# block 1

Figure 1. Placement by cell class (block 1).
The bar under the picture is 20 um long. Fill, decap, tap and diode cells in gray.
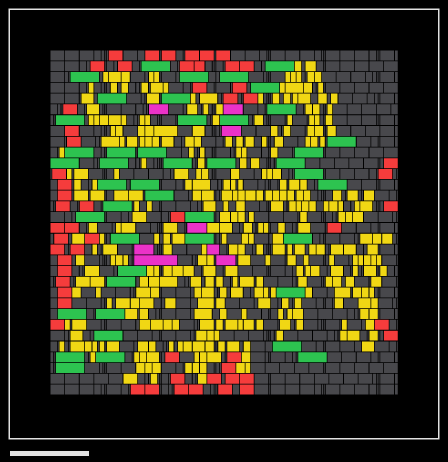

### src/rtl/lights_out_grid_if.sv
// Front-end <-> game-core bundle: request strobes in, board/status out.
interface lights_out_grid_if #(
  parameter int ROWS   = 3,
  parameter int COLS   = 3,
  parameter int MOVE_W = 8
);
  localparam int N_CELLS = ROWS * COLS;
  localparam int IDX_W   = $clog2(N_CELLS);

  logic                new_game;
  logic                seed_valid;
  logic [15:0]         seed;
  logic                load_valid;
  logic [N_CELLS-1:0]  load_field;
  logic                press_valid;
  logic [IDX_W-1:0]    press_idx;
  logic                press_ready;
  logic                bad_press;
  logic [N_CELLS-1:0]  field;
  logic [MOVE_W-1:0]   move_count;
  logic                solved;
  logic                busy;

  modport master (
    output new_game, seed_valid, seed, load_valid, load_field, press_valid, press_idx,
    input  press_ready, bad_press, field, move_count, solved, busy
  );

  modport slave (
    input  new_game, seed_valid, seed, load_valid, load_field, press_valid, press_idx,
    output press_ready, bad_press, field, move_count, solved, busy
  );
endinterface

### src/rtl/lights_out_grid.sv
// Parametrised Lights Out core: indexed presses, LFSR scramble, board load,
// win detection and a saturating move counter.
module lights_out_grid #(
  parameter int          ROWS           = 3,
  parameter int          COLS           = 3,
  parameter int          MOVE_W         = 8,
  parameter int          SCRAMBLE_MOVES = 16,
  parameter logic [15:0] SEED           = 16'hACE1
) (
  input  logic              clk,
  input  logic              rst,
  lights_out_grid_if.slave  bus
);
  localparam int unsigned N_CELLS   = ROWS * COLS;
  localparam int unsigned COLS_U    = COLS;
  localparam int          IDX_W     = $clog2(N_CELLS);
  localparam int          CNT_W     = $clog2(SCRAMBLE_MOVES + 1);
  localparam logic [15:0] LFSR_MASK = 16'hB400;

  typedef enum logic [1:0] {IDLE, SCRAMBLE, PLAY, SOLVED} state_t;

  state_t               state_q,  state_d;
  logic [N_CELLS-1:0]   field_q,  field_d;
  logic [MOVE_W-1:0]    move_q,   move_d;
  logic [CNT_W-1:0]     cnt_q,    cnt_d;
  logic [15:0]          lfsr_q,   lfsr_d;
  logic                 bad_q,    bad_d;
  logic                 solved_q, solved_d;
  logic                 busy_q,   busy_d;
  logic                 ready_q,  ready_d;

  logic [IDX_W-1:0]     scr_k;
  logic [N_CELLS-1:0]   scr_mask;
  logic [N_CELLS-1:0]   press_mask;

  // Cell plus existing orthogonal neighbours; the loop keeps every
  // row/column split a constant so no divider is built.
  function automatic logic [N_CELLS-1:0] toggle_mask(input logic [IDX_W-1:0] idx);
    logic [N_CELLS-1:0] m;
    m = '0;
    for (int unsigned i = 0; i < N_CELLS; i++) begin
      if (32'(idx) == i) begin
        m = m | (N_CELLS'(1) << i);
        if (i >= COLS_U)             m = m | (N_CELLS'(1) << (i - COLS_U));
        if (i + COLS_U < N_CELLS)    m = m | (N_CELLS'(1) << (i + COLS_U));
        if (i % COLS_U != 0)         m = m | (N_CELLS'(1) << (i - 1));
        if (i % COLS_U != COLS_U - 1) m = m | (N_CELLS'(1) << (i + 1));
      end
    end
    return m;
  endfunction

  function automatic logic [15:0] lfsr_step(input logic [15:0] s);
    return (s >> 1) ^ (s[0] ? LFSR_MASK : 16'h0000);
  endfunction

  // Next-state logic: game FSM, board, counters and LFSR.
  always_comb begin
    state_d    = state_q;
    field_d    = field_q;
    move_d     = move_q;
    cnt_d      = cnt_q;
    bad_d      = 1'b0;
    lfsr_d     = bus.seed_valid ? ((bus.seed == 16'h0000) ? 16'h0001 : bus.seed)
                                : lfsr_step(lfsr_q);
    scr_k      = lfsr_q[IDX_W-1:0];
    scr_mask   = toggle_mask(scr_k);
    press_mask = toggle_mask(bus.press_idx);

    case (state_q)
      SCRAMBLE: begin
        // Counter holds at zero while the board is dark, so scrambling keeps
        // landing valid presses until something is lit.
        if (32'(scr_k) < N_CELLS) begin
          field_d = field_q ^ scr_mask;
          cnt_d   = (cnt_q == '0) ? '0 : cnt_q - CNT_W'(1);
          if (cnt_d == '0 && field_d != '0) state_d = PLAY;
        end
      end
      default: begin
        if (bus.new_game) begin
          field_d = '0;
          move_d  = '0;
          cnt_d   = CNT_W'(SCRAMBLE_MOVES);
          state_d = SCRAMBLE;
        end else if (bus.load_valid) begin
          field_d = bus.load_field;
          move_d  = '0;
          state_d = (bus.load_field == '0) ? SOLVED : PLAY;
        end else if (state_q == PLAY && bus.press_valid) begin
          if (32'(bus.press_idx) < N_CELLS) begin
            field_d = field_q ^ press_mask;
            move_d  = (move_q == '1) ? move_q : move_q + MOVE_W'(1);
            if (field_d == '0) state_d = SOLVED;
          end else begin
            bad_d = 1'b1;
          end
        end
      end
    endcase

    solved_d = (state_d == SOLVED);
    busy_d   = (state_d == SCRAMBLE);
    ready_d  = (state_d == PLAY);
  end

  // State and registered outputs; reset overrides every other request.
  always_ff @(posedge clk) begin
    if (rst) begin
      state_q  <= IDLE;
      field_q  <= '0;
      move_q   <= '0;
      cnt_q    <= '0;
      lfsr_q   <= SEED;
      bad_q    <= 1'b0;
      solved_q <= 1'b0;
      busy_q   <= 1'b0;
      ready_q  <= 1'b0;
    end else begin
      state_q  <= state_d;
      field_q  <= field_d;
      move_q   <= move_d;
      cnt_q    <= cnt_d;
      lfsr_q   <= lfsr_d;
      bad_q    <= bad_d;
      solved_q <= solved_d;
      busy_q   <= busy_d;
      ready_q  <= ready_d;
    end
  end

  assign bus.field       = field_q;
  assign bus.move_count  = move_q;
  assign bus.solved      = solved_q;
  assign bus.busy        = busy_q;
  assign bus.press_ready = ready_q;
  assign bus.bad_press   = bad_q;
endmodule
### src/flat_wrapper.sv
// flat-port wrapper written by rule: the top's interface ports become plain ports
module lights_out_grid_flat 
#(
  parameter int          ROWS           = 3,
  parameter int          COLS           = 3,
  parameter int          MOVE_W         = 8,
  parameter int          SCRAMBLE_MOVES = 16,
  parameter logic [15:0] SEED           = 16'hACE1
)
  (clk, rst, bus_new_game, bus_seed_valid, bus_seed, bus_load_valid, bus_load_field, bus_press_valid, bus_press_idx, bus_press_ready, bus_bad_press, bus_field, bus_move_count, bus_solved, bus_busy);
  lights_out_grid_if #(.ROWS(ROWS), .COLS(COLS), .MOVE_W(MOVE_W)) bus_i ();
  input  logic clk;
  input  logic rst;
  input wire logic [$bits(bus_i.new_game)-1:0] bus_new_game;
  input wire logic [$bits(bus_i.seed_valid)-1:0] bus_seed_valid;
  input wire logic [$bits(bus_i.seed)-1:0] bus_seed;
  input wire logic [$bits(bus_i.load_valid)-1:0] bus_load_valid;
  input wire logic [$bits(bus_i.load_field)-1:0] bus_load_field;
  input wire logic [$bits(bus_i.press_valid)-1:0] bus_press_valid;
  input wire logic [$bits(bus_i.press_idx)-1:0] bus_press_idx;
  output wire logic [$bits(bus_i.press_ready)-1:0] bus_press_ready;
  output wire logic [$bits(bus_i.bad_press)-1:0] bus_bad_press;
  output wire logic [$bits(bus_i.field)-1:0] bus_field;
  output wire logic [$bits(bus_i.move_count)-1:0] bus_move_count;
  output wire logic [$bits(bus_i.solved)-1:0] bus_solved;
  output wire logic [$bits(bus_i.busy)-1:0] bus_busy;
  assign bus_i.new_game = bus_new_game;
  assign bus_i.seed_valid = bus_seed_valid;
  assign bus_i.seed = bus_seed;
  assign bus_i.load_valid = bus_load_valid;
  assign bus_i.load_field = bus_load_field;
  assign bus_i.press_valid = bus_press_valid;
  assign bus_i.press_idx = bus_press_idx;
  assign bus_press_ready = bus_i.press_ready;
  assign bus_bad_press = bus_i.bad_press;
  assign bus_field = bus_i.field;
  assign bus_move_count = bus_i.move_count;
  assign bus_solved = bus_i.solved;
  assign bus_busy = bus_i.busy;
  lights_out_grid #(.ROWS(ROWS), .COLS(COLS), .MOVE_W(MOVE_W), .SCRAMBLE_MOVES(SCRAMBLE_MOVES), .SEED(SEED)) u_core (.clk(clk), .rst(rst), .bus(bus_i));
endmodule
### config.mk
export PLATFORM = sky130hd
export DESIGN_NAME = lights_out_grid_flat
export DESIGN_NICKNAME = d
export VERILOG_FILES = /design/src/rtl/lights_out_grid_if.sv /design/src/rtl/lights_out_grid.sv /design/src/flat_wrapper.sv
export SDC_FILE = /design/constraint.sdc
export NUM_CORES = 1
export LEC_CHECK = 0
export CORE_MARGIN = 10
export CORE_UTILIZATION = 40
export DETAILED_ROUTE_END_ITERATION = 16
export GPL_ROUTABILITY_DRIVEN = 0
export SLEW_MARGIN = 10
export SYNTH_ARGS = -nofsm -noshare
export SYNTH_HDL_FRONTEND = slang
export SYNTH_SLANG_ARGS = --single-unit
export TNS_END_PERCENT = 50
### constraint.sdc
create_clock -name clk -period 4.2 [get_ports clk]
set_input_delay 0.63 -clock clk [delete_from_list [all_inputs] [get_ports clk]]
set_output_delay 0.63 -clock clk [all_outputs]
set_load 0.005 [all_outputs]
# block 2

## src/rtl/uart_tlul_dbg_host.sv

```systemverilog
// UART-driven TL-UL debug host: 'R'/'W' command frames in, status byte plus read data out.
// Optional response timeout is compiled in when UART_DBG_TIMEOUT_EN is defined.
package tlul_pkg;
  localparam logic [2:0] PutFullData = 3'h0;
  localparam logic [2:0] Get         = 3'h4;
  localparam logic [3:0] MuBi4False  = 4'h9;

  typedef struct packed {
    logic [4:0] rsvd;
    logic [3:0] instr_type;
    logic [6:0] cmd_intg;
    logic [6:0] data_intg;
  } tl_a_user_t;

  typedef struct packed {
    logic        a_valid;
    logic [2:0]  a_opcode;
    logic [2:0]  a_param;
    logic [1:0]  a_size;
    logic [7:0]  a_source;
    logic [31:0] a_address;
    logic [3:0]  a_mask;
    logic [31:0] a_data;
    tl_a_user_t  a_user;
    logic        d_ready;
  } tl_h2d_t;

  typedef struct packed {
    logic [6:0] rsp_intg;
    logic [6:0] data_intg;
  } tl_d_user_t;

  typedef struct packed {
    logic        d_valid;
    logic [2:0]  d_opcode;
    logic [2:0]  d_param;
    logic [1:0]  d_size;
    logic [7:0]  d_source;
    logic        d_sink;
    logic [31:0] d_data;
    tl_d_user_t  d_user;
    logic        d_error;
    logic        a_ready;
  } tl_d2h_t;

  function automatic logic [6:0] fold7(input logic [63:0] v);
    logic [6:0] r;
    r = '0;
    for (int i = 0; i < 64; i++) r[i % 7] = r[i % 7] ^ v[i];
    return r;
  endfunction

  // Command/data integrity: parity folded over the protected request fields.
  function automatic tl_a_user_t tlul_cmd_intg_gen(input logic [31:0] addr, input logic [2:0] op,
                                                   input logic [3:0] mask, input logic [31:0] data);
    tl_a_user_t u;
    u = '0;
    u.instr_type = MuBi4False;
    u.cmd_intg   = fold7({21'h0, MuBi4False, addr, op, mask});
    u.data_intg  = fold7({32'h0, data});
    return u;
  endfunction
endpackage

module uart_tlul_dbg_host #(
  parameter int unsigned ClockFrequency = 50_000_000,
  parameter int unsigned BaudRate       = 115_200,
  parameter int unsigned TimeoutCycles  = 4096
) (
  input  logic               clk_i,
  input  logic               rst_i,
  input  logic               uart_rx_i,
  output logic               uart_tx_o,
  output logic               busy_o,
  output tlul_pkg::tl_h2d_t  tl_o,
  input  tlul_pkg::tl_d2h_t  tl_i
);
  localparam int unsigned BitCycles = ClockFrequency / BaudRate;
  localparam int unsigned CW = $clog2(BitCycles);
  localparam logic [CW-1:0] BitLast  = CW'(BitCycles - 1);
  localparam logic [CW-1:0] HalfLast = CW'(BitCycles / 2 - 1);

  typedef enum logic [2:0] {S_IDLE, S_ADDR, S_DATA, S_REQ, S_WAIT, S_RESP} state_e;
  state_e r_state, w_next;

  // Handshake: an a-channel beat transfers on a rising edge where a_valid && a_ready; a d-channel
  // beat transfers where d_valid && d_ready. a_valid and a_* stay stable until the transfer.

  // ---------------- UART receive ----------------
  logic          r_rx_s1, r_rx_s2, r_rx_s3, r_rx_act;
  logic [3:0]    r_rx_bitn;
  logic [CW-1:0] r_rx_cnt;
  logic [7:0]    r_rx_shift;
  logic          w_rx_sample, w_rx_valid, w_rx_ferr;

  assign w_rx_sample = r_rx_act && (r_rx_cnt == '0);
  assign w_rx_valid  = w_rx_sample && (r_rx_bitn == 4'd9) && r_rx_s2;
  assign w_rx_ferr   = w_rx_sample && (r_rx_bitn == 4'd9) && !r_rx_s2;

  always_ff @(posedge clk_i) begin
    if (rst_i) begin
      r_rx_s1 <= 1'b1; r_rx_s2 <= 1'b1; r_rx_s3 <= 1'b1;
      r_rx_act <= 1'b0; r_rx_bitn <= '0; r_rx_cnt <= '0; r_rx_shift <= '0;
    end else begin
      r_rx_s1 <= uart_rx_i; r_rx_s2 <= r_rx_s1; r_rx_s3 <= r_rx_s2;
      if (!r_rx_act) begin
        if (r_rx_s3 && !r_rx_s2) begin
          r_rx_act <= 1'b1; r_rx_cnt <= HalfLast; r_rx_bitn <= '0;
        end
      end else if (r_rx_cnt != '0) begin
        r_rx_cnt <= r_rx_cnt - 1'b1;
      end else begin
        r_rx_cnt  <= BitLast;
        r_rx_bitn <= r_rx_bitn + 1'b1;
        // Bit 0 is the mid-start check: a line already high again was a glitch.
        if (r_rx_bitn == 4'd0 && r_rx_s2) r_rx_act <= 1'b0;
        else if (r_rx_bitn >= 4'd1 && r_rx_bitn <= 4'd8) r_rx_shift <= {r_rx_s2, r_rx_shift[7:1]};
        else if (r_rx_bitn == 4'd9) r_rx_act <= 1'b0;
      end
    end
  end

  // ---------------- UART transmit ----------------
  logic          r_tx_busy, r_tx_out, w_tx_ready, w_tx_load;
  logic [8:0]    r_tx_shift;
  logic [3:0]    r_tx_bitn;
  logic [CW-1:0] r_tx_cnt;
  logic [7:0]    w_tx_byte;

  // Ready in the last stop-bit cycle so consecutive bytes abut without an idle gap.
  assign w_tx_ready = !r_tx_busy || (r_tx_bitn == 4'd9 && r_tx_cnt == BitLast);
  assign uart_tx_o  = r_tx_out;

  always_ff @(posedge clk_i) begin
    if (rst_i) begin
      r_tx_busy <= 1'b0; r_tx_out <= 1'b1; r_tx_shift <= '1; r_tx_bitn <= '0; r_tx_cnt <= '0;
    end else if (w_tx_load) begin
      r_tx_busy <= 1'b1; r_tx_out <= 1'b0; r_tx_shift <= {1'b1, w_tx_byte};
      r_tx_bitn <= '0; r_tx_cnt <= '0;
    end else if (r_tx_busy) begin
      if (r_tx_cnt == BitLast) begin
        r_tx_cnt <= '0;
        if (r_tx_bitn == 4'd9) begin
          r_tx_busy <= 1'b0;
        end else begin
          r_tx_out   <= r_tx_shift[0];
          r_tx_shift <= {1'b1, r_tx_shift[8:1]};
          r_tx_bitn  <= r_tx_bitn + 1'b1;
        end
      end else begin
        r_tx_cnt <= r_tx_cnt + 1'b1;
      end
    end
  end

  // ---------------- Response timeout ----------------
  logic w_timeout;
`ifdef UART_DBG_TIMEOUT_EN
  localparam int unsigned TW = $clog2(TimeoutCycles + 1);
  logic [TW-1:0] r_to_cnt;
  assign w_timeout = (r_to_cnt == TW'(TimeoutCycles - 1));
  always_ff @(posedge clk_i) begin
    if (rst_i || !(r_state == S_REQ || r_state == S_WAIT)) r_to_cnt <= '0;
    else if (!w_timeout) r_to_cnt <= r_to_cnt + 1'b1;
  end
`else
  localparam int unsigned unused_timeout_cycles = TimeoutCycles;
  assign w_timeout = 1'b0;
`endif

  // ---------------- Command datapath ----------------
  logic        r_is_write, r_d_ready;
  logic [1:0]  r_nbytes;
  logic [31:0] r_addr, r_data, r_rdata;
  logic [7:0]  r_status;
  logic [2:0]  r_resp_idx, r_resp_len;
  logic        w_cmd_ok;

  assign w_cmd_ok = (r_rx_shift == 8'h52) || (r_rx_shift == 8'h57);

  always_ff @(posedge clk_i) begin
    if (rst_i) begin
      r_is_write <= 1'b0; r_d_ready <= 1'b0; r_nbytes <= '0; r_addr <= '0; r_data <= '0;
      r_rdata <= '0; r_status <= '0; r_resp_idx <= '0; r_resp_len <= '0;
    end else begin
      r_d_ready <= 1'b1;
      case (r_state)
        S_IDLE: if (w_rx_valid) begin
          r_is_write <= (r_rx_shift == 8'h57); r_nbytes <= '0; r_resp_idx <= '0;
          r_status <= 8'h03; r_rdata <= '0; r_resp_len <= 3'd1;
        end
        S_ADDR: if (w_rx_valid) begin
          r_addr <= {r_rx_shift, r_addr[31:8]}; r_nbytes <= r_nbytes + 1'b1;
        end
        S_DATA: if (w_rx_valid) begin
          r_data <= {r_rx_shift, r_data[31:8]}; r_nbytes <= r_nbytes + 1'b1;
        end
        S_REQ: if (!tl_i.a_ready && w_timeout) begin
          r_status <= 8'h02; r_rdata <= '0; r_resp_len <= r_is_write ? 3'd1 : 3'd5;
        end
        S_WAIT: if (tl_i.d_valid) begin
          r_status   <= tl_i.d_error ? 8'h01 : 8'h00;
          r_rdata    <= (tl_i.d_error || r_is_write) ? 32'h0 : tl_i.d_data;
          r_resp_len <= r_is_write ? 3'd1 : 3'd5;
        end else if (w_timeout) begin
          r_status <= 8'h02; r_rdata <= '0; r_resp_len <= r_is_write ? 3'd1 : 3'd5;
        end
        S_RESP: if (w_tx_load) r_resp_idx <= r_resp_idx + 1'b1;
        default: ;
      endcase
    end
  end

  always_comb begin
    case (r_resp_idx)
      3'd0:    w_tx_byte = r_status;
      3'd1:    w_tx_byte = r_rdata[7:0];
      3'd2:    w_tx_byte = r_rdata[15:8];
      3'd3:    w_tx_byte = r_rdata[23:16];
      default: w_tx_byte = r_rdata[31:24];
    endcase
  end

  // ---------------- Main FSM ----------------
  always_ff @(posedge clk_i) begin
    if (rst_i) r_state <= S_IDLE;
    else       r_state <= w_next;
  end

  always_comb begin
    w_next = r_state;
    case (r_state)
      S_IDLE: if (w_rx_valid) w_next = w_cmd_ok ? S_ADDR : S_RESP;
      S_ADDR: if (w_rx_ferr) w_next = S_IDLE;
              else if (w_rx_valid && r_nbytes == 2'd3) w_next = r_is_write ? S_DATA : S_REQ;
      S_DATA: if (w_rx_ferr) w_next = S_IDLE;
              else if (w_rx_valid && r_nbytes == 2'd3) w_next = S_REQ;
      S_REQ:  if (tl_i.a_ready) w_next = S_WAIT;
              else if (w_timeout) w_next = S_RESP;
      S_WAIT: if (tl_i.d_valid || w_timeout) w_next = S_RESP;
      S_RESP: if (w_tx_ready && r_resp_idx == r_resp_len) w_next = S_IDLE;
      default: w_next = S_IDLE;
    endcase
  end

  logic [31:0] w_a_addr, w_a_data;
  logic [2:0]  w_a_op;
  assign w_a_addr = {r_addr[31:2], 2'b00};
  assign w_a_data = r_is_write ? r_data : 32'h0;
  assign w_a_op   = r_is_write ? tlul_pkg::PutFullData : tlul_pkg::Get;

  always_comb begin
    tl_o         = '0;
    tl_o.d_ready = r_d_ready;
    if (r_state == S_REQ) begin
      tl_o.a_valid   = 1'b1;
      tl_o.a_opcode  = w_a_op;
      tl_o.a_size    = 2'd2;
      tl_o.a_mask    = 4'hF;
      tl_o.a_address = w_a_addr;
      tl_o.a_data    = w_a_data;
      tl_o.a_user    = tlul_pkg::tlul_cmd_intg_gen(w_a_addr, w_a_op, 4'hF, w_a_data);
    end
    w_tx_load = (r_state == S_RESP) && w_tx_ready && (r_resp_idx != r_resp_len);
    busy_o    = (r_state != S_IDLE);
  end

  logic w_unused_tl;
  assign w_unused_tl = ^{tl_i.d_opcode, tl_i.d_param, tl_i.d_size, tl_i.d_source, tl_i.d_sink,
                         tl_i.d_user, r_addr[1:0]};
endmodule

```

## config.mk

```make
export PLATFORM = sky130hd
export DESIGN_NAME = uart_tlul_dbg_host
export DESIGN_NICKNAME = d
export VERILOG_FILES = /design/src/rtl/uart_tlul_dbg_host.sv
export SDC_FILE = /design/constraint.sdc
export NUM_CORES = 1
export LEC_CHECK = 0
export CORE_ASPECT_RATIO = 0.6
export CORE_UTILIZATION = 55
export CTS_CLUSTER_DIAMETER = 40
export DETAILED_ROUTE_END_ITERATION = 12
export PLACE_DENSITY = 0.91
export SLEW_MARGIN = 10
export SYNTH_ARGS = -nofsm -noshare
export SYNTH_HDL_FRONTEND = slang
export SYNTH_SLANG_ARGS = --single-unit
```

## constraint.sdc

```tcl
create_clock -name clk_i -period 2.87 [get_ports clk_i]
set_input_delay 0.287 -clock clk_i [delete_from_list [all_inputs] [get_ports clk_i]]
set_output_delay 0.287 -clock clk_i [all_outputs]
set_load 0.01 [all_outputs]
```

# block 3

File: src/rtl/shift_pkg.sv
// Shared constants for the operand-2 resolution stage: shift types, FSM states
// and bit positions of the data-processing operand-2 field.
package shift_pkg;

    localparam logic [1:0] SH_LSL = 2'b00;
    localparam logic [1:0] SH_LSR = 2'b01;
    localparam logic [1:0] SH_ASR = 2'b10;
    localparam logic [1:0] SH_ROR = 2'b11;

    typedef enum logic {
        ST_IDLE    = 1'b0,
        ST_RS_WAIT = 1'b1
    } state_t;

    localparam int unsigned OP2_ROT_MSB  = 11;
    localparam int unsigned OP2_ROT_LSB  = 8;
    localparam int unsigned OP2_IMM8_MSB = 7;
    localparam int unsigned OP2_SHN_MSB  = 11;
    localparam int unsigned OP2_SHN_LSB  = 7;
    localparam int unsigned OP2_TYPE_MSB = 6;
    localparam int unsigned OP2_TYPE_LSB = 5;
    localparam int unsigned OP2_REG_BIT  = 4;
    localparam int unsigned OP2_RS_MSB   = 11;

endpackage

File: src/rtl/shift_operand_stage_if.sv
// Upstream operand, Rs read port and downstream shifter channels of the stage.
interface shift_operand_stage_if #(
    parameter int DW   = 32,
    parameter int RA_W = 4
);
    logic            flush;
    logic            in_valid;
    logic            in_ready;
    logic            in_imm;
    logic [11:0]     in_op2;
    logic [DW-1:0]   in_rm;
    logic            in_cflag;
    logic [RA_W-1:0] rs_addr;
    logic            rs_en;
    logic [DW-1:0]   rs_data;
    logic            out_valid;
    logic            out_ready;
    logic [DW-1:0]   sh_a;
    logic [7:0]      sh_b;
    logic [1:0]      sh_d;
    logic            sh_cin;
    logic            sh_cout;

    modport slave (
        input  flush, in_valid, in_imm, in_op2, in_rm, in_cflag, rs_data, out_ready,
        output in_ready, rs_addr, rs_en, out_valid, sh_a, sh_b, sh_d, sh_cin, sh_cout
    );

    modport master (
        output flush, in_valid, in_imm, in_op2, in_rm, in_cflag, rs_data, out_ready,
        input  in_ready, rs_addr, rs_en, out_valid, sh_a, sh_b, sh_d, sh_cin, sh_cout
    );
endinterface

File: src/rtl/shift_carry_calc.sv
// Architectural shifter carry-out for immediate-amount and register-amount shifts.
module shift_carry_calc
    import shift_pkg::*;
(
    input  logic [31:0] a,
    input  logic [7:0]  n,
    input  logic [1:0]  sh_type,
    input  logic        reg_form,
    input  logic        cflag,
    output logic        cout
);

    logic [4:0] up_idx;
    logic [4:0] dn_idx;

    always_comb begin
        up_idx = 5'(6'd32 - {1'b0, n[4:0]});
        dn_idx = n[4:0] - 5'd1;
        cout   = cflag;
        if (!reg_form) begin
            // Immediate amount 0 encodes LSL #0, LSR/ASR #32 or RRX
            case (sh_type)
                SH_LSL:         cout = (n[4:0] == 5'd0) ? cflag : a[up_idx];
                SH_LSR, SH_ASR: cout = (n[4:0] == 5'd0) ? a[31] : a[dn_idx];
                default:        cout = (n[4:0] == 5'd0) ? a[0]  : a[dn_idx];
            endcase
        end else if (n != 8'd0) begin
            case (sh_type)
                SH_LSL: cout = (n < 8'd32) ? a[up_idx] : ((n == 8'd32) ? a[0]  : 1'b0);
                SH_LSR: cout = (n < 8'd32) ? a[dn_idx] : ((n == 8'd32) ? a[31] : 1'b0);
                SH_ASR: cout = (n < 8'd32) ? a[dn_idx] : a[31];
                default: cout = (n[4:0] == 5'd0) ? a[31] : a[dn_idx];
            endcase
        end
    end

endmodule

File: src/rtl/shift_operand_stage.sv
// Operand-2 resolution stage: decodes op2 into barrel-shifter controls and carry-out,
// fetching Rs for register-specified shifts, behind a valid/ready output register.
module shift_operand_stage
    import shift_pkg::*;
#(
    parameter int DW   = 32,
    parameter int RA_W = 4
) (
    input  logic                 clk,
    input  logic                 reset,
    shift_operand_stage_if.slave io
);

    state_t        state_q, state_d;
    logic          out_valid_q, out_valid_d;
    logic [DW-1:0] sh_a_q, sh_a_d;
    logic [7:0]    sh_b_q, sh_b_d;
    logic [1:0]    sh_d_q, sh_d_d;
    logic          sh_cin_q, sh_cin_d;
    logic          sh_cout_q, sh_cout_d;
    logic [DW-1:0] rm_q, rm_d;
    logic [1:0]    type_q, type_d;
    logic          cflag_q, cflag_d;

    logic [DW-1:0] calc_a;
    logic [7:0]    calc_n;
    logic [1:0]    calc_type;
    logic          calc_reg;
    logic          calc_cflag;
    logic          calc_cout;

    logic [3:0]    rot;
    logic [4:0]    imm_n;
    logic [1:0]    op_type;
    logic          reg_shift;
    logic          in_ready;
    logic          accept;
    logic          rs_data_unused;

    assign rot       = io.in_op2[OP2_ROT_MSB:OP2_ROT_LSB];
    assign imm_n     = io.in_op2[OP2_SHN_MSB:OP2_SHN_LSB];
    assign op_type   = io.in_op2[OP2_TYPE_MSB:OP2_TYPE_LSB];
    assign reg_shift = !io.in_imm && io.in_op2[OP2_REG_BIT];
    assign in_ready  = (state_q == ST_IDLE) && (!out_valid_q || io.out_ready);
    assign accept    = io.in_valid && in_ready && !io.flush;

    assign rs_data_unused = ^io.rs_data[DW-1:8];

    // One carry calculator serves all three paths; RS_WAIT takes the latched operands
    always_comb begin
        calc_a     = io.in_rm;
        calc_n     = {3'b000, imm_n};
        calc_type  = op_type;
        calc_reg   = 1'b0;
        calc_cflag = io.in_cflag;
        if (state_q == ST_RS_WAIT) begin
            calc_a     = rm_q;
            calc_n     = io.rs_data[7:0];
            calc_type  = type_q;
            calc_reg   = 1'b1;
            calc_cflag = cflag_q;
        end else if (io.in_imm) begin
            calc_a    = {{(DW-8){1'b0}}, io.in_op2[OP2_IMM8_MSB:0]};
            calc_n    = {3'b000, rot, 1'b0};
            calc_type = (rot == 4'd0) ? SH_LSL : SH_ROR;
        end
    end

    shift_carry_calc u_carry (
        .a        (calc_a),
        .n        (calc_n),
        .sh_type  (calc_type),
        .reg_form (calc_reg),
        .cflag    (calc_cflag),
        .cout     (calc_cout)
    );

    always_comb begin
        state_d     = state_q;
        out_valid_d = out_valid_q && !io.out_ready;
        sh_a_d      = sh_a_q;
        sh_b_d      = sh_b_q;
        sh_d_d      = sh_d_q;
        sh_cin_d    = sh_cin_q;
        sh_cout_d   = sh_cout_q;
        rm_d        = rm_q;
        type_d      = type_q;
        cflag_d     = cflag_q;
        case (state_q)
            ST_IDLE: begin
                if (accept) begin
                    if (reg_shift) begin
                        rm_d    = io.in_rm;
                        type_d  = op_type;
                        cflag_d = io.in_cflag;
                        state_d = ST_RS_WAIT;
                    end else begin
                        out_valid_d = 1'b1;
                        sh_a_d      = calc_a;
                        sh_b_d      = calc_n;
                        sh_d_d      = calc_type;
                        sh_cin_d    = io.in_cflag;
                        sh_cout_d   = calc_cout;
                        if (!io.in_imm && imm_n == 5'd0 &&
                            (op_type == SH_LSR || op_type == SH_ASR)) begin
                            sh_b_d = 8'd32;
                        end
                    end
                end
            end
            ST_RS_WAIT: begin
                // Slot was reserved at accept, so the load cannot be back-pressured
                out_valid_d = 1'b1;
                sh_a_d      = rm_q;
                sh_b_d      = calc_n;
                sh_d_d      = (calc_n == 8'd0) ? SH_LSL : type_q;
                sh_cin_d    = cflag_q;
                sh_cout_d   = calc_cout;
                state_d     = ST_IDLE;
            end
            default: state_d = ST_IDLE;
        endcase
        if (io.flush) begin
            state_d     = ST_IDLE;
            out_valid_d = 1'b0;
        end
    end

    always_ff @(posedge clk or negedge reset) begin
        if (!reset) begin
            state_q     <= ST_IDLE;
            out_valid_q <= 1'b0;
            sh_a_q      <= '0;
            sh_b_q      <= '0;
            sh_d_q      <= '0;
            sh_cin_q    <= 1'b0;
            sh_cout_q   <= 1'b0;
            rm_q        <= '0;
            type_q      <= '0;
            cflag_q     <= 1'b0;
        end else begin
            state_q     <= state_d;
            out_valid_q <= out_valid_d;
            sh_a_q      <= sh_a_d;
            sh_b_q      <= sh_b_d;
            sh_d_q      <= sh_d_d;
            sh_cin_q    <= sh_cin_d;
            sh_cout_q   <= sh_cout_d;
            rm_q        <= rm_d;
            type_q      <= type_d;
            cflag_q     <= cflag_d;
        end
    end

    assign io.in_ready  = in_ready;
    assign io.rs_addr   = io.in_op2[OP2_RS_MSB -: RA_W];
    assign io.rs_en     = accept && reg_shift;
    assign io.out_valid = out_valid_q;
    assign io.sh_a      = sh_a_q;
    assign io.sh_b      = sh_b_q;
    assign io.sh_d      = sh_d_q;
    assign io.sh_cin    = sh_cin_q;
    assign io.sh_cout   = sh_cout_q;

endmodule

File: src/flat_wrapper.sv
// flat-port wrapper written by rule: the top's interface ports become plain ports
module shift_operand_stage_flat import shift_pkg::*;
#(
    parameter int DW   = 32,
    parameter int RA_W = 4
)
  (clk, reset, io_flush, io_in_valid, io_in_imm, io_in_op2, io_in_rm, io_in_cflag, io_rs_data, io_out_ready, io_in_ready, io_rs_addr, io_rs_en, io_out_valid, io_sh_a, io_sh_b, io_sh_d, io_sh_cin, io_sh_cout);
  shift_operand_stage_if #(.DW(DW), .RA_W(RA_W)) io_i ();
  input  logic clk;
  input  logic reset;
  input wire logic [$bits(io_i.flush)-1:0] io_flush;
  input wire logic [$bits(io_i.in_valid)-1:0] io_in_valid;
  input wire logic [$bits(io_i.in_imm)-1:0] io_in_imm;
  input wire logic [$bits(io_i.in_op2)-1:0] io_in_op2;
  input wire logic [$bits(io_i.in_rm)-1:0] io_in_rm;
  input wire logic [$bits(io_i.in_cflag)-1:0] io_in_cflag;
  input wire logic [$bits(io_i.rs_data)-1:0] io_rs_data;
  input wire logic [$bits(io_i.out_ready)-1:0] io_out_ready;
  output wire logic [$bits(io_i.in_ready)-1:0] io_in_ready;
  output wire logic [$bits(io_i.rs_addr)-1:0] io_rs_addr;
  output wire logic [$bits(io_i.rs_en)-1:0] io_rs_en;
  output wire logic [$bits(io_i.out_valid)-1:0] io_out_valid;
  output wire logic [$bits(io_i.sh_a)-1:0] io_sh_a;
  output wire logic [$bits(io_i.sh_b)-1:0] io_sh_b;
  output wire logic [$bits(io_i.sh_d)-1:0] io_sh_d;
  output wire logic [$bits(io_i.sh_cin)-1:0] io_sh_cin;
  output wire logic [$bits(io_i.sh_cout)-1:0] io_sh_cout;
  assign io_i.flush = io_flush;
  assign io_i.in_valid = io_in_valid;
  assign io_i.in_imm = io_in_imm;
  assign io_i.in_op2 = io_in_op2;
  assign io_i.in_rm = io_in_rm;
  assign io_i.in_cflag = io_in_cflag;
  assign io_i.rs_data = io_rs_data;
  assign io_i.out_ready = io_out_ready;
  assign io_in_ready = io_i.in_ready;
  assign io_rs_addr = io_i.rs_addr;
  assign io_rs_en = io_i.rs_en;
  assign io_out_valid = io_i.out_valid;
  assign io_sh_a = io_i.sh_a;
  assign io_sh_b = io_i.sh_b;
  assign io_sh_d = io_i.sh_d;
  assign io_sh_cin = io_i.sh_cin;
  assign io_sh_cout = io_i.sh_cout;
  shift_operand_stage #(.DW(DW), .RA_W(RA_W)) u_core (.clk(clk), .reset(reset), .io(io_i));
endmodule
File: config.mk
export PLATFORM = sky130hd
export DESIGN_NAME = shift_operand_stage_flat
export DESIGN_NICKNAME = d
export VERILOG_FILES = /design/src/rtl/shift_pkg.sv /design/src/rtl/shift_operand_stage_if.sv /design/src/rtl/shift_carry_calc.sv /design/src/rtl/shift_operand_stage.sv /design/src/flat_wrapper.sv
export SDC_FILE = /design/constraint.sdc
export NUM_CORES = 1
export LEC_CHECK = 0
export CORE_AREA = 2 2 153 80
export DETAILED_ROUTE_END_ITERATION = 12
export DIE_AREA = 0 0 155 82
export HOLD_SLACK_MARGIN = 0.08
export MAX_ROUTING_LAYER = met4
export PLACE_DENSITY = 0.76
export RECOVER_POWER = 50
export SLEW_MARGIN = 5
export SYNTH_ARGS = -nofsm -noshare
export SYNTH_HDL_FRONTEND = slang
export SYNTH_SLANG_ARGS = --single-unit
export TNS_END_PERCENT = 1
File: constraint.sdc
create_clock -name clk -period 3.75 [get_ports clk]
set_input_delay 0.375 -clock clk [delete_from_list [all_inputs] [get_ports clk]]
set_output_delay 0.375 -clock clk [all_outputs]
set_load 0.02 [all_outputs]
Figure 2. Routed metal, one color a layer (block 1).
The bar under the picture is 20 um long.
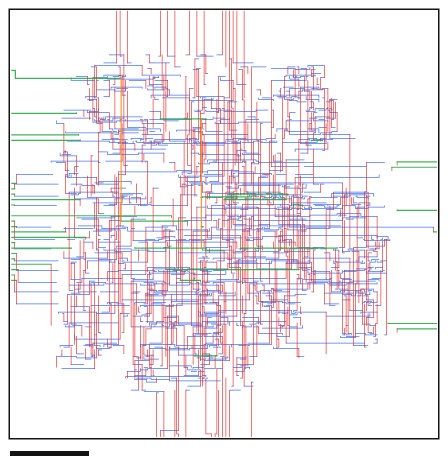
[blue] M1 | wire length: 3900 um
[orange] M4 | wire length: 68.7 um
[green] M3 | wire length: 428 um
[red] M2 | wire length: 4280 um

## Picture notes: Figure 1
[red] remaining buffers and delay cells | cells: 56 | share of their area: 15%
[green] registers | cells: 44 | share of their area: 24%
[magenta] clock drivers and dummy loads | cells: 8 | share of their area: 3.4%
[yellow] remaining logic cells | cells: 339 | share of their area: 57%

==> results.py, block 1 <==
# Generated from Yosys and OpenROAD reports
metrics = {
    "status": {
        "outcome": "completed",
    },
    "synthesis": {
        "ff_type": "dfxtp_1",
        "mux_share": 0.04520,
        "ys_seq_share": 0.2841,
        "ys_warn_count": 0,
        "syn_inst": 417,
        "top_cells_by_count": "53 x nor2_1, 44 x dfxtp_1, 36 x a21oi_1",
    },
    "setup_path": {
        "crit_slowest_cell": "clkdlybuf4s50_1",
    },
    "cts": {
        "cts_buffer_depth": 2,
        "cts_sinks": 44,
    },
    "power_and_ir_drop": {
        "p_switching_uw": 403.8,
    },
    "timing": {
        "tns_ns": 0,
    },
    "routing": {
        "wirelength_um": 8676,
        "firstDrtPassIters": 4,
        "avgRoutedWirePerCell_um": 15.80,
    },
    "cells_and_area": {
        "clock_area_frac": 0.03254,
    },
}
[block 1: routing by layer]
layer | global-route usage | share of wire | vias to the layer above
met5 | 0 | 0 | -
met4 | 0.03531 | 0.0078 | 0
met3 | 0.03272 | 0.049 | 5
met2 | 0.2530 | 0.49 | 52
met1 | 0.1838 | 0.45 | 1416
li1 | - | - | 1551
[block 1: worst register-to-register path, cell delays in order, from the launching register on]
cell and delay, ns:
dfxtp_1 1.00, nor4bb_1 0.30, a21oi_1 0.08, xor2_1 0.25, nand4b_1 0.13, o31a_1 0.39
a32o_1 0.23
[block 1: stage by stage]
stage	cell area, um^2	hold WS (ns)	util	total power [mW]	setup WS (ns)
5_1_grt	3730	0.4959	0.4877	1.299	1.036
3_3_place_gp	3608	0.4295	0.4719	0.8750	1.118
2_1_floorplan	3100	0.4177	-	0.7589	2.183
3_5_place_dp	3608	0.4399	0.4719	0.8812	1.040
6_report	3730	0.4539	0.4877	1.224	1.322
4_1_cts	3730	0.4613	0.4877	1.233	1.358
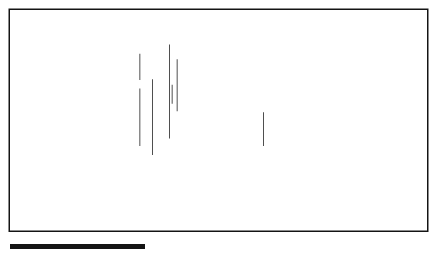
Figure 3: block 3, met4 routing.
The bar under the picture is 50 um long.
longest straight run: 34.7 um
main direction: vertical
routed vias: 4850
drt total wl: 15980 um

==> results.py, block 3 <==
# Generated from Yosys and OpenROAD reports
metrics = {
    "cells_and_area": {
        "comb_area_frac": 0.4256,
        "biggestCellCategory": "multi-input combinational cells",
        "antenna_cells": 0,
        "inv_count": 9,
        "num-fill-cells": 989,
    },
    "cts": {
        "cts_tree": "built",
        "cts_buffer_depth": 2,
    },
    "timing": {
        "setup_violations": 0,
        "setup_slack_ns": 0.5546,
        "drv_slew": 36,
        "tns_ns": 0,
        "finalCritPeriodShare": 0.8521,
    },
    "run": {
        "warnings": 53,
        "maxCapViolations": 1,
    },
    "setup_path": {
        "startpoint": "io_in_op2[8]",
    },
    "floorplan": {
        "n_tap_cell": 150,
        "core-area_mm2": 0.01146,
    },
    "power_and_ir_drop": {
        "p_per_area_mw_per_mm2": 452.1,
        "total_power_mw": 3.077,
        "pg_comb_uw": 925,
    },
    "synthesis": {
        "top_area_cell": "dfrtp_1",
    },
    "status": {
        "violations": "capacitance limit, slew limit",
        "outcome": "finished, violations left",
    },
    "global_routing": {
        "grt_pass1_vias": 4702,
    },
    "routing": {
        "drc_errors": 0,
    },
}
==> block 3: synthesized netlist by cell type (5+ instances only) <==
cell type  number
buf_4           7
o21ai_0        38
nand3_1        12
ha_1            5
nor3_1          7
inv_1           8
nor3b_1        22
mux2i_1        15
a22oi_1        13
dfrtp_1        81
a211oi_1        8
nor2b_1         7
nand2_1        52
buf_2          14
clkbuf_1       20
mux2_2         61
a21oi_1        73
nor2_1         37
==> block 3: worst max-delay path, stage by stage <==
cell and delay, ns:
clkdlybuf4s50_1 0.57, nor4_1 0.48, a21oi_1 0.17, o21a_1 0.14, a21oi_1 0.24, inv_1 0.11
ha_1 0.27, nand2b_1 0.16, a221oi_1 0.21, a211oi_1 0.08, or2_2 0.30, o22ai_1 0.17
o32ai_2 0.12
==> block 3: layer usage <==
metal / global-route usage / routed length, um
met1: 0.3828 / 7966
met2: 0.3858 / 6575
met3: 0.06860 / 1306
met4: 0.04630 / 131
met5: - / 0
==> block 3: timing repair <==
item                                   in CTS  in global routing
endpoints found under the hold margin      10                  0
hold buffers                                1                  0
setup buffers                               0                  0
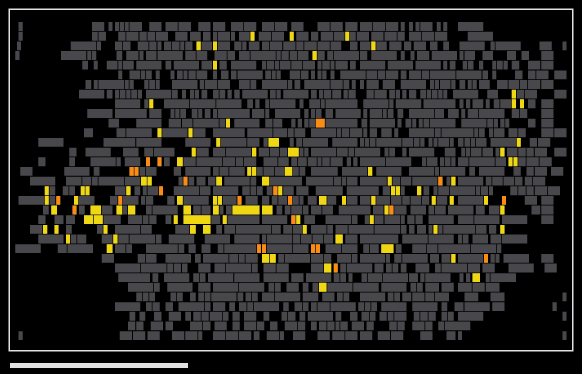
Figure 4: block 2, gate-type map.
The bar under the picture is 50 um long.
[orange] inv cells | cells: 23
[yellow] nor cells | cells: 90
dominant logic cell type in the layout: dfxtp_1
logic share of the area: 0.4471

==> results.py, block 2 <==
# Generated from Yosys and OpenROAD reports
metrics = {
    "timing": {
        "finalCritPeriodShare": 0.9272,
        "period_minus_slack_ns": 2.661,
        "fmax_mhz": 375.8,
        "rsz0062_at_grt": "no",
    },
    "global_routing": {
        "use_met3": 0.04728,
        "use_met1": 0.3771,
        "globalRouteMet2Util": 0.4371,
    },
    "setup_path": {
        "cp_num_buf_inv": 3,
        "cpPeakStageDelay_ns": 0.57,
        "worstPathArrival_ns": 2.37,
        "crit_slowest_cell": "clkdlybuf4s50_1",
        "worstPathMaxFanout": 45,
    },
    "routing": {
        "top_layer": "met4",
        "wirelength_um": 20670,
        "viasPerCell": 5.829,
        "met3_length_um": 1599,
    },
    "synthesis": {
        "ys_cells": 989,
        "syn_inst": 989,
    },
    "status": {
        "outcome": "completed",
    },
    "cts": {
        "cts_tree": "built",
    },
    "power_and_ir_drop": {
        "p_switching_mw": 1.743,
    },
    "placed_design": {
        "port_buffers": 125,
        "globalplace.congestion": 0.9054,
    },
    "floorplan": {
        "die_x_um": 158.3,
        "core-area_mm2": 0.01396,
    },
}
## block 2: timing repair
| item | 4_1_cts | 5_1_grt |
|---|---|---|
| gates resized | 1 | 3 |
| setup endpoints to repair | 17 | 24 |
| buffers inserted | 0 | 0 |
## block 2: metrics by stage
step / power, mW / area [um^2] / hold WS, ns
floorplan: 3.132 / 8144 / 0.3895
CTS: 5.493 / 9768 / 0.4154
global route: 5.710 / 9772 / 0.4288
global placement: 3.331 / 9200 / 0.3943
detailed placement: 3.358 / 9200 / 0.4005
finish: 5.513 / 9772 / 0.4129
## block 2: cell type report
| class | instances | area, um^2 |
|---|---|---|
| clock buffer | 17 | 425.4 |
| clock inverter | 15 | 138.9 |
| fill | 1036 | 4184 |
| inverter | 23 | 90.09 |
| multi-input combinational | 730 | 4369 |
| sequential | 156 | 3127 |
| tap | 192 | 240.2 |
| timing repair buffer | 141 | 1381 |
## block 2: sequential cells by signal (all words and copies together) (netlist names), 2 cells and up
register	flops
r_data	32
r_tx_bitn	4
r_resp_idx	3
r_addr	30
r_rdata	32
r_rx_shift	8
r_status	2
r_rx_bitn	4
r_nbytes	2
r_resp_len	2
r_state	3
r_rx_cnt	9
r_tx_shift	8
r_tx_cnt	9

==> notes/layouts.md <==
Pictures saved along the way, in no particular order.

Placed standard cells.
image #1
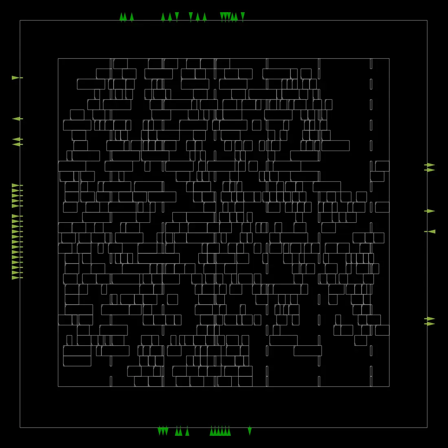
image #2
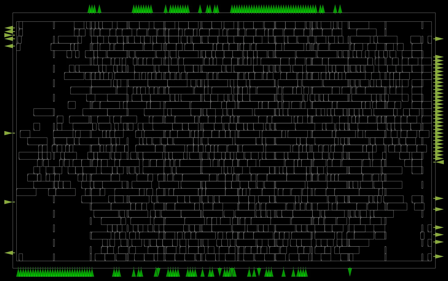
image #3
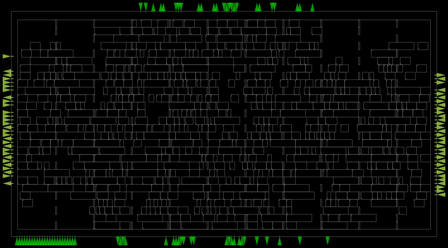
Of these, highest utilization: image #2
For block 2, see image #2.
For block 3, see image #3.
For block 1, see image #1.


No activity file was given, so power comes from the tool's default toggle rates.
